==================== data_mem_ctrl_flat
data_mem_ctrl_flat, routing congestion:
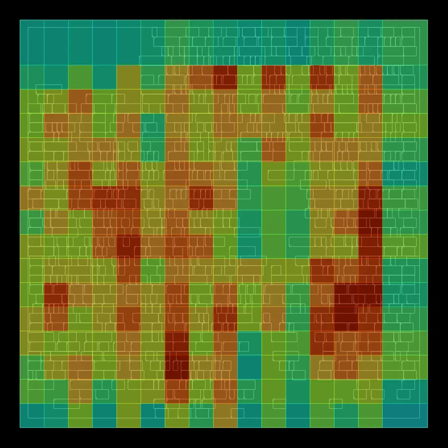

[src/rtl/data_mem_ctrl_pkg.sv]
// -----------------------------------------------------------------------------
// data_mem_ctrl_pkg
// Shared types and constants for the data-memory controller: FSM state
// encoding, access-size encodings and the default bus timeout.
// -----------------------------------------------------------------------------
package data_mem_ctrl_pkg;

  typedef enum logic [1:0] {
    IDLE = 2'd0,
    REQ  = 2'd1,
    RESP = 2'd2,
    DONE = 2'd3
  } state_e;

  localparam logic [1:0] SIZE_BYTE = 2'd0;
  localparam logic [1:0] SIZE_HALF = 2'd1;
  localparam logic [1:0] SIZE_WORD = 2'd2;

  // Cycles allowed in REQ+RESP before the access is abandoned with a fault.
  localparam int unsigned TIMEOUT_DEFAULT = 255;

endpackage

[src/rtl/data_mem_ctrl_if.sv]
// -----------------------------------------------------------------------------
// data_mem_ctrl_if
// Valid/ready request bus with a single-cycle response pulse.
//   bus_req_valid/ready  request handshake
//   bus_req_write        1 store, 0 load
//   bus_req_addr         word-aligned byte address
//   bus_req_wdata/strb   lane-aligned store data and byte enables
//   bus_resp_valid       one-cycle response (load data or store ack)
//   bus_resp_rdata       load word
// master: the controller; slave: the memory/bus side.
// -----------------------------------------------------------------------------
interface data_mem_ctrl_if;

  logic        bus_req_valid;
  logic        bus_req_ready;
  logic        bus_req_write;
  logic [31:0] bus_req_addr;
  logic [31:0] bus_req_wdata;
  logic [3:0]  bus_req_strb;
  logic        bus_resp_valid;
  logic [31:0] bus_resp_rdata;

  modport master (
    output bus_req_valid, bus_req_write, bus_req_addr, bus_req_wdata, bus_req_strb,
    input  bus_req_ready, bus_resp_valid, bus_resp_rdata
  );

  modport slave (
    input  bus_req_valid, bus_req_write, bus_req_addr, bus_req_wdata, bus_req_strb,
    output bus_req_ready, bus_resp_valid, bus_resp_rdata
  );

endinterface

[src/rtl/data_mem_ctrl_lane_align.sv]
// -----------------------------------------------------------------------------
// mem_lane_align
// Purely combinational byte-lane steering for a 32-bit data port.
//   addr_lo_i      address bits [1:0]
//   size_i         0 byte, 1 half, 2 word, 3 reserved
//   is_unsigned_i  zero-extend loads when 1
//   wdata_i        right-aligned store data
//   rdata_i        raw bus load word
//   strb_o         byte enables for the access
//   wdata_o        store data replicated into its byte lanes
//   rdata_o        selected lane, sign/zero-extended to 32 bits
//   misaligned_o   access cannot be issued (bad alignment or reserved size)
// -----------------------------------------------------------------------------
module mem_lane_align
  import data_mem_ctrl_pkg::*;
(
  input  logic [1:0]  addr_lo_i,
  input  logic [1:0]  size_i,
  input  logic        is_unsigned_i,
  input  logic [31:0] wdata_i,
  input  logic [31:0] rdata_i,
  output logic [3:0]  strb_o,
  output logic [31:0] wdata_o,
  output logic [31:0] rdata_o,
  output logic        misaligned_o
);

  logic [31:0] lane;

  // Bring the addressed lane down to bit 0 before extension.
  assign lane = rdata_i >> {addr_lo_i, 3'b000};

  // NOTE: every output gets a default first so no path through the case
  // leaves a signal unassigned, which would otherwise infer a latch.
  always_comb begin
    strb_o       = 4'b0000;
    wdata_o      = 32'h0;
    rdata_o      = 32'h0;
    misaligned_o = 1'b0;
    case (size_i)
      SIZE_BYTE: begin
        strb_o  = 4'b0001 << addr_lo_i;
        wdata_o = {4{wdata_i[7:0]}};
        rdata_o = {{24{~is_unsigned_i & lane[7]}}, lane[7:0]};
      end
      SIZE_HALF: begin
        strb_o       = 4'b0011 << addr_lo_i;
        wdata_o      = {2{wdata_i[15:0]}};
        rdata_o      = {{16{~is_unsigned_i & lane[15]}}, lane[15:0]};
        misaligned_o = addr_lo_i[0];
      end
      SIZE_WORD: begin
        strb_o       = 4'b1111;
        wdata_o      = wdata_i;
        rdata_o      = rdata_i;
        misaligned_o = |addr_lo_i;
      end
      default: begin
        misaligned_o = 1'b1;
      end
    endcase
  end

endmodule

[src/rtl/data_mem_ctrl.sv]
// -----------------------------------------------------------------------------
// data_mem_ctrl
// Converts the core's single-cycle load/store request into a valid/ready bus
// transaction, stalls the core until the response arrives and returns the
// lane-selected, extended load data for exactly one (DONE) cycle.
//   clk, reset                 clock, synchronous active-high reset
//   data_addr                  byte address from the core
//   should_read_mem/write_mem  load/store request (both high = store)
//   mem_write_data             right-aligned store data
//   mem_size, mem_unsigned     access size and load extension mode
//   mem_read_data              extended load data (valid in DONE)
//   stall                      core holds PC and request while high
//   fault                      one-cycle pulse: misalignment/reserved size/timeout
//   bus                        request/response bus (master side)
// -----------------------------------------------------------------------------
module data_mem_ctrl
  import data_mem_ctrl_pkg::*;
#(
  parameter int unsigned TIMEOUT = TIMEOUT_DEFAULT
) (
  input  logic                   clk,
  input  logic                   reset,
  input  logic [31:0]            data_addr,
  input  logic                   should_read_mem,
  input  logic                   should_write_mem,
  input  logic [31:0]            mem_write_data,
  input  logic [1:0]             mem_size,
  input  logic                   mem_unsigned,
  output logic [31:0]            mem_read_data,
  output logic                   stall,
  output logic                   fault,
  data_mem_ctrl_if.master        bus
);

  // Wide enough to hold TIMEOUT itself on the final counted cycle.
  localparam int unsigned CNT_W = (TIMEOUT > 1) ? $clog2(TIMEOUT + 1) : 1;

  state_e             state_q, state_d;
  logic [CNT_W-1:0]   cnt_q, cnt_d;
  logic [31:0]        addr_q, addr_d;
  logic [31:0]        wdata_q, wdata_d;
  logic [3:0]         strb_q, strb_d;
  logic               write_q, write_d;
  logic [1:0]         size_q, size_d;
  logic               uns_q, uns_d;
  logic [31:0]        rdata_q, rdata_d;
  logic               fault_pend_q, fault_pend_d;

  logic               access;
  logic               timeout_hit;
  logic [1:0]         al_addr;
  logic [1:0]         al_size;
  logic               al_uns;
  logic [3:0]         al_strb;
  logic [31:0]        al_wdata;
  logic [31:0]        al_rdata;
  logic               al_misaligned;

  assign access = should_read_mem | should_write_mem;

  // A single aligner serves both directions: in IDLE it steers the incoming
  // request; afterwards it extends the bus word using the latched fields.
  assign al_addr = (state_q == IDLE) ? data_addr[1:0] : addr_q[1:0];
  assign al_size = (state_q == IDLE) ? mem_size       : size_q;
  assign al_uns  = (state_q == IDLE) ? mem_unsigned   : uns_q;

  mem_lane_align u_align (
    .addr_lo_i     (al_addr),
    .size_i        (al_size),
    .is_unsigned_i (al_uns),
    .wdata_i       (mem_write_data),
    .rdata_i       (bus.bus_resp_rdata),
    .strb_o        (al_strb),
    .wdata_o       (al_wdata),
    .rdata_o       (al_rdata),
    .misaligned_o  (al_misaligned)
  );

  // Counter holds the number of REQ/RESP cycles already spent, so this is
  // true on the TIMEOUT-th such cycle.
  assign timeout_hit = (TIMEOUT != 0) && (cnt_q == CNT_W'(TIMEOUT - 1));

  always_comb begin
    state_d      = state_q;
    cnt_d        = cnt_q;
    addr_d       = addr_q;
    wdata_d      = wdata_q;
    strb_d       = strb_q;
    write_d      = write_q;
    size_d       = size_q;
    uns_d        = uns_q;
    rdata_d      = rdata_q;
    fault_pend_d = fault_pend_q;

    case (state_q)
      IDLE: begin
        if (access) begin
          if (al_misaligned) begin
            state_d      = DONE;
            fault_pend_d = 1'b1;
            rdata_d      = 32'h0;
          end else begin
            state_d      = REQ;
            fault_pend_d = 1'b0;
            addr_d       = data_addr;
            wdata_d      = al_wdata;
            strb_d       = al_strb;
            write_d      = should_write_mem;
            size_d       = mem_size;
            uns_d        = mem_unsigned;
          end
        end
      end
      REQ: begin
        if (timeout_hit) begin
          state_d      = DONE;
          fault_pend_d = 1'b1;
          rdata_d      = 32'h0;
        end else if (bus.bus_req_ready) begin
          state_d = RESP;
        end
      end
      RESP: begin
        // A response on the last permitted cycle still completes the access.
        if (bus.bus_resp_valid) begin
          state_d = DONE;
          if (!write_q) rdata_d = al_rdata;
        end else if (timeout_hit) begin
          state_d      = DONE;
          fault_pend_d = 1'b1;
          rdata_d      = 32'h0;
        end
      end
      DONE: begin
        state_d      = IDLE;
        fault_pend_d = 1'b0;
      end
      default: state_d = IDLE;
    endcase

    if (state_d == IDLE) begin
      cnt_d = '0;
    end else if ((TIMEOUT != 0) && ((state_q == REQ) || (state_q == RESP))) begin
      cnt_d = cnt_q + CNT_W'(1);
    end
  end

  // NOTE: sequential state uses non-blocking assignments so every register
  // samples the pre-edge value of the others, independent of statement order.
  always_ff @(posedge clk) begin
    if (reset) begin
      state_q      <= IDLE;
      cnt_q        <= '0;
      addr_q       <= 32'h0;
      wdata_q      <= 32'h0;
      strb_q       <= 4'h0;
      write_q      <= 1'b0;
      size_q       <= SIZE_BYTE;
      uns_q        <= 1'b0;
      rdata_q      <= 32'h0;
      fault_pend_q <= 1'b0;
    end else begin
      state_q      <= state_d;
      cnt_q        <= cnt_d;
      addr_q       <= addr_d;
      wdata_q      <= wdata_d;
      strb_q       <= strb_d;
      write_q      <= write_d;
      size_q       <= size_d;
      uns_q        <= uns_d;
      rdata_q      <= rdata_d;
      fault_pend_q <= fault_pend_d;
    end
  end

  assign bus.bus_req_valid = (state_q == REQ);
  assign bus.bus_req_write = write_q;
  assign bus.bus_req_addr  = {addr_q[31:2], 2'b00};
  assign bus.bus_req_wdata = wdata_q;
  assign bus.bus_req_strb  = strb_q;

  assign stall         = access & (state_q != DONE);
  assign fault         = (state_q == DONE) & fault_pend_q;
  assign mem_read_data = rdata_q;

endmodule

[src/flat_wrapper.sv]
// flat-port wrapper written by rule: the top's interface ports become plain ports
module data_mem_ctrl_flat import data_mem_ctrl_pkg::*;
#(
  parameter int unsigned TIMEOUT = TIMEOUT_DEFAULT
)
  (clk, reset, data_addr, should_read_mem, should_write_mem, mem_write_data, mem_size, mem_unsigned, mem_read_data, stall, fault, bus_bus_req_valid, bus_bus_req_write, bus_bus_req_addr, bus_bus_req_wdata, bus_bus_req_strb, bus_bus_req_ready, bus_bus_resp_valid, bus_bus_resp_rdata);
  data_mem_ctrl_if bus_i ();
  input  logic clk;
  input  logic reset;
  input  logic [31:0] data_addr;
  input  logic should_read_mem;
  input  logic should_write_mem;
  input  logic [31:0] mem_write_data;
  input  logic [1:0] mem_size;
  input  logic mem_unsigned;
  output logic [31:0] mem_read_data;
  output logic stall;
  output logic fault;
  output wire logic [$bits(bus_i.bus_req_valid)-1:0] bus_bus_req_valid;
  output wire logic [$bits(bus_i.bus_req_write)-1:0] bus_bus_req_write;
  output wire logic [$bits(bus_i.bus_req_addr)-1:0] bus_bus_req_addr;
  output wire logic [$bits(bus_i.bus_req_wdata)-1:0] bus_bus_req_wdata;
  output wire logic [$bits(bus_i.bus_req_strb)-1:0] bus_bus_req_strb;
  input wire logic [$bits(bus_i.bus_req_ready)-1:0] bus_bus_req_ready;
  input wire logic [$bits(bus_i.bus_resp_valid)-1:0] bus_bus_resp_valid;
  input wire logic [$bits(bus_i.bus_resp_rdata)-1:0] bus_bus_resp_rdata;
  assign bus_bus_req_valid = bus_i.bus_req_valid;
  assign bus_bus_req_write = bus_i.bus_req_write;
  assign bus_bus_req_addr = bus_i.bus_req_addr;
  assign bus_bus_req_wdata = bus_i.bus_req_wdata;
  assign bus_bus_req_strb = bus_i.bus_req_strb;
  assign bus_i.bus_req_ready = bus_bus_req_ready;
  assign bus_i.bus_resp_valid = bus_bus_resp_valid;
  assign bus_i.bus_resp_rdata = bus_bus_resp_rdata;
  data_mem_ctrl #(.TIMEOUT(TIMEOUT)) u_core (.clk(clk), .reset(reset), .data_addr(data_addr), .should_read_mem(should_read_mem), .should_write_mem(should_write_mem), .mem_write_data(mem_write_data), .mem_size(mem_size), .mem_unsigned(mem_unsigned), .mem_read_data(mem_read_data), .stall(stall), .fault(fault), .bus(bus_i));
endmodule
[config.mk]
export PLATFORM = sky130hd
export DESIGN_NAME = data_mem_ctrl_flat
export DESIGN_NICKNAME = d
export VERILOG_FILES = /design/src/rtl/data_mem_ctrl_pkg.sv /design/src/rtl/data_mem_ctrl_if.sv /design/src/rtl/data_mem_ctrl_lane_align.sv /design/src/rtl/data_mem_ctrl.sv /design/src/flat_wrapper.sv
export SDC_FILE = /design/constraint.sdc
export NUM_CORES = 1
export LEC_CHECK = 0
export CAP_MARGIN = 20
export CORE_MARGIN = 2
export CORE_UTILIZATION = 45
export DETAILED_ROUTE_END_ITERATION = 8
export PLACE_DENSITY = 0.86
export SLEW_MARGIN = 10
export SYNTH_ARGS = -nofsm -noshare
export SYNTH_HDL_FRONTEND = slang
export SYNTH_SLANG_ARGS = --single-unit
[constraint.sdc]
create_clock -name clk -period 6.7 [get_ports clk]
set_input_delay 1.34 -clock clk [delete_from_list [all_inputs] [get_ports clk]]
set_output_delay 1.34 -clock clk [all_outputs]
set_load 0.01 [all_outputs]
==================== mux7_sel_sched
**config.mk**
```make
export PLATFORM = sky130hd
export DESIGN_NAME = mux7_sel_sched
export DESIGN_NICKNAME = d
export VERILOG_FILES = /design/src/rtl/mux7_sel_sched.sv
export SDC_FILE = /design/constraint.sdc
export NUM_CORES = 1
export LEC_CHECK = 0
export CORE_MARGIN = 3
export CORE_UTILIZATION = 50
export DETAILED_ROUTE_END_ITERATION = 16
export HOLD_SLACK_MARGIN = 0.15
export PLACE_DENSITY = 0.73
export SLEW_MARGIN = 20
export SYNTH_ARGS = -nofsm -noshare
export SYNTH_HDL_FRONTEND = slang
export SYNTH_SLANG_ARGS = --single-unit
```
**constraint.sdc**
```tcl
create_clock -name clk -period 3.2 [get_ports clk]
set_input_delay 0.48 -clock clk [delete_from_list [all_inputs] [get_ports clk]]
set_output_delay 0.48 -clock clk [all_outputs]
set_load 0.005 [all_outputs]
```
**src/rtl/mux7_sel_sched.sv**
```systemverilog
// mux7_sel_sched
//   Round-robin scheduler sharing one 7:1 mux path among seven requesters.
//   A select change is always followed by GUARD_CYC guard cycles before the
//   one-hot grant rises, and each tenure is capped at MAX_HOLD cycles.
//   The enable mask is only loaded while idle, so an active tenure is never
//   cut short by a topology change.
//
// Parameters
//   GUARD_CYC  guard cycles between a select change and grant (0..15)
//   MAX_HOLD   maximum consecutive grant cycles per tenure (1..255)
//
// Ports
//   clk        rising-edge clock
//   rst_n      asynchronous active-low reset
//   req[6:0]   level requests, bit i is mux input i
//   cfg_mask   enable mask, bit i enables req[i]
//   cfg_valid  cfg_mask is valid; held until cfg_ready
//   cfg_ready  mask accepted on this edge (combinational, high only in IDLE)
//   sel[2:0]   mux select, always 0..6
//   grant[6:0] one-hot grant, zero outside a tenure
//   busy       scheduler not idle
module mux7_sel_sched #(
  parameter int unsigned GUARD_CYC = 1,
  parameter int unsigned MAX_HOLD  = 16
) (
  input  logic       clk,
  input  logic       rst_n,
  input  logic [6:0] req,
  input  logic [6:0] cfg_mask,
  input  logic       cfg_valid,
  output logic       cfg_ready,
  output logic [2:0] sel,
  output logic [6:0] grant,
  output logic       busy
);

  typedef enum logic [1:0] {
    IDLE  = 2'd0,
    GUARD = 2'd1,
    GRANT = 2'd2
  } state_t;

  localparam logic [3:0] GUARD_LAST = (GUARD_CYC == 0) ? 4'd0 : 4'(GUARD_CYC - 1);
  localparam logic [7:0] HOLD_LAST  = 8'(MAX_HOLD);

  state_t     state, state_nx;
  logic [6:0] mask, mask_nx;
  logic [2:0] ptr, ptr_nx;
  logic [3:0] guard_cnt, guard_nx;
  logic [7:0] hold_cnt, hold_nx;
  logic [2:0] sel_nx;
  logic [6:0] grant_nx;
  logic       busy_nx;

  logic [6:0] elig;
  logic [2:0] win;
  logic       win_vld;
  logic       guard_done;
  logic       release_now;

  assign elig = req & mask;

  // Rotating first-set scan: candidates ptr, ptr+1 .. 6, 0 .. ptr-1.
  always_comb begin
    int unsigned idx;
    win     = '0;
    win_vld = 1'b0;
    idx     = 0;
    for (int unsigned i = 0; i < 7; i++) begin
      idx = 32'(ptr) + i;
      if (idx >= 7) idx = idx - 7;
      if (!win_vld && elig[idx]) begin
        win     = 3'(idx);
        win_vld = 1'b1;
      end
    end
  end

  // The current owner is always sel; req of other sources cannot end a tenure.
  assign guard_done  = (state == GUARD) && (guard_cnt == GUARD_LAST);
  assign release_now = (state == GRANT) && (!req[sel] || (hold_cnt == HOLD_LAST));

  // State register plus registered datapath
  always_ff @(posedge clk or negedge rst_n) begin
    if (!rst_n) begin
      state     <= IDLE;
      mask      <= 7'h7F;
      ptr       <= '0;
      guard_cnt <= '0;
      hold_cnt  <= '0;
      sel       <= '0;
      grant     <= '0;
      busy      <= 1'b0;
    end else begin
      state     <= state_nx;
      mask      <= mask_nx;
      ptr       <= ptr_nx;
      guard_cnt <= guard_nx;
      hold_cnt  <= hold_nx;
      sel       <= sel_nx;
      grant     <= grant_nx;
      busy      <= busy_nx;
    end
  end

  // Next-state logic
  always_comb begin
    state_nx = state;
    case (state)
      IDLE: begin
        if (win_vld) begin
          if (GUARD_CYC == 0) state_nx = GRANT;
          else                state_nx = GUARD;
        end
      end
      GUARD: begin
        if (guard_done) state_nx = GRANT;
      end
      GRANT: begin
        if (release_now) state_nx = IDLE;
      end
      default: state_nx = IDLE;
    endcase
  end

  // Next values of the registered outputs and counters
  always_comb begin
    mask_nx  = mask;
    ptr_nx   = ptr;
    guard_nx = guard_cnt;
    hold_nx  = hold_cnt;
    sel_nx   = sel;
    grant_nx = grant;
    busy_nx  = (state_nx != IDLE);
    case (state)
      IDLE: begin
        // Arbitration on this edge still uses the old mask.
        if (cfg_valid) mask_nx = cfg_mask;
        if (win_vld) begin
          sel_nx   = win;
          guard_nx = '0;
          if (GUARD_CYC == 0) begin
            grant_nx = 7'b1 << win;
            hold_nx  = 8'd1;
          end
        end
      end
      GUARD: begin
        if (guard_done) begin
          grant_nx = 7'b1 << sel;
          hold_nx  = 8'd1;
          guard_nx = '0;
        end else begin
          guard_nx = guard_cnt + 4'd1;
        end
      end
      GRANT: begin
        if (release_now) begin
          grant_nx = '0;
          ptr_nx   = (sel == 3'd6) ? 3'd0 : sel + 3'd1;
        end else begin
          hold_nx = hold_cnt + 8'd1;
        end
      end
      default: begin
        grant_nx = '0;
      end
    endcase
  end

  assign cfg_ready = (state == IDLE);

endmodule

```
mux7_sel_sched, the metal 1 layer:
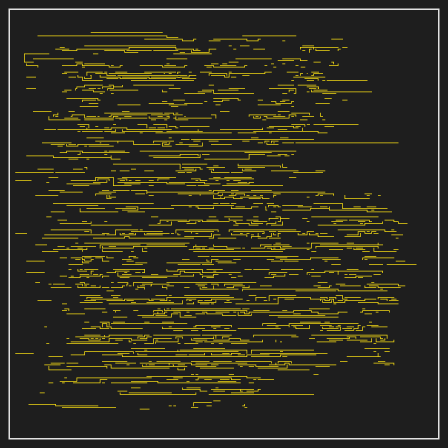
The layer holds 45% of the routed length. 409 nets have wire on it. The wires run mostly horizontal. The longest straight run is 32.2 um. The layer carries 3920 um of wire.
routing usage on met1: 0.323
Vias: 3082
WL final: 8.74 mm

==> impl_metrics.yaml, mux7_sel_sched <==
# generated from flow reports
run_status:
  status: "completed"
setup_path:
  crit_type: "reg2reg"
  crit_cells: 12
cts:
  numCtsBuffers: 5
final_layout:
  combGateArea_mm2: 0.00248
  flops: 35
synth:
  yosys-mux-area-fraction: 0.145
die:
  fp.dieW_um: 88.5
global_routing:
  globalRoute.busiestLayer: "met2"
  grt_pass1_vias: 3010
timing:
  fin_crit_ns: 3.13
  setup_tns_ns: 0
  relSlewSlack: 0.649
routing:
  wl_met2_mm: 4.17
worst_hold_path:
  min_from: "grant[1]"
## mux7_sel_sched: Yosys cell counts (8+ instances only)
cell type / number / area, um2
a21oi_1: 12 / 60.1
clkbuf_1: 8 / 30.0
dfrtp_1: 28 / 701
ha_1: 19 / 238
inv_1: 15 / 56.3
mux2_2: 16 / 180
mux2i_1: 19 / 190
nand2_1: 32 / 120
nand2b_1: 10 / 62.6
nand3_1: 15 / 75.1
nor2_1: 33 / 124
nor3_1: 9 / 45.0
o21ai_0: 14 / 70.1
xnor2_1: 9 / 78.8
data_mem_ctrl_flat, clock distribution:
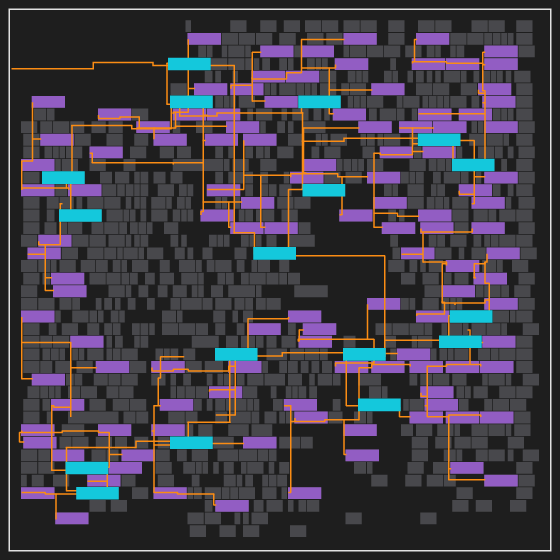
Key: orange = clock wires [length 1510 um]; purple = flip-flops [count 115]; cyan = clock drivers [count 17]
There are 18 routed clock nets.
Worst-Skew Late Latency: 0.41 ns
Final Skew: 0.00769 ns

## Picture notes: 'routing congestion' of data_mem_ctrl_flat
routed len/inst: 16.7 um
routing usage on met1: 0.291
met2 Use GR: 0.400

==> impl_metrics.yaml, data_mem_ctrl_flat <==
# generated from flow reports
die:
  io_pins: 209
  die_h_um: 116
cts:
  cts_setup_buffers: 0
  cts_buffer_depth: 2
  cts-resized-gates: 0
  numCtsBuffers: 17
timing:
  setup_viol: 0
  worst_slack_ns: 2.73
  slew_violations: 0
  setup_tns_ns: 0
setup_path:
  regToRegEndpoint: "u_core.bus.bus_req_wdata[30]"
  critPathLaunch: "should_write_mem"
  cp_slowest_cell: "clkdlybuf4s50_1"
  cp_max_fo: 4
  crit_cells: 4
place:
  numPlacedInstances: 1005
  post-place-ws_ns: 2.37
worst_hold_path:
  hp-class: "reg2reg"
synth:
  yosys_most_used_dff: "dfxtp_1"
  top_cell: "dfxtp_1"
  async_reset_ff_frac: 0
  yosys_area_mm2: 0.00568
  synth_top_area_share: 0.405
  yosysWarnings: 0
  synth_area_mm2: 0.00568
  xor_share: 0.0108
global_routing:
  grt-ovfl-total: 0
  grt.total_usage: 0.249
  grt_pass1_wl_mm: 26.1
routing:
  antenna_left: 0
  avgViaCountPerCell: 5.49
final_layout:
  seq-cell-share: 0.283
  regArea_mm2: 0.00230
  clockNetworkAreaShare: 0.0712
  post-route-util: 0.652
  clkbuf_count: 22
  n_all_buffers: 215
job:
  warnings: 31
run_status:
  status: "completed"
==> data_mem_ctrl_flat: metal layers <==
metal / vias up / global-route usage / share of wire
li1: 2769 / - / -
met1: 2602 / 0.291 / 0.40
met2: 266 / 0.400 / 0.47
met3: 47 / 0.0950 / 0.098
met4: 0 / 0.121 / 0.030
met5: - / 0 / 0


## Gallery

Nets reached from selected ports.
The bar under the picture is 20 um long.
shot_01.png
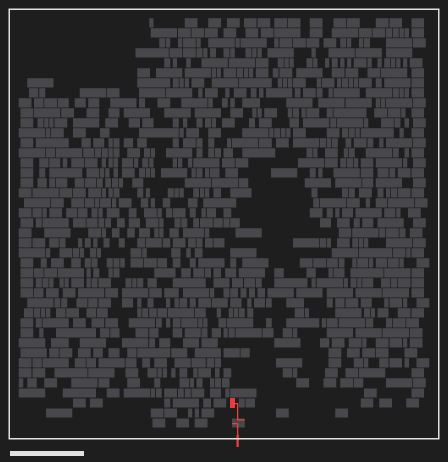
shot_02.png
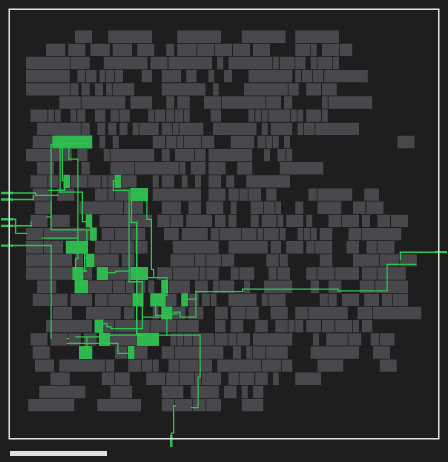
data_mem_ctrl_flat: shot_01.png
mux7_sel_sched: shot_02.png

Key to shot_01.png:
Key: red = `bus_bus_req_ready` [bits 1, direction input, edge bottom, end cells 1, buffers 1, wire 12.7 um]

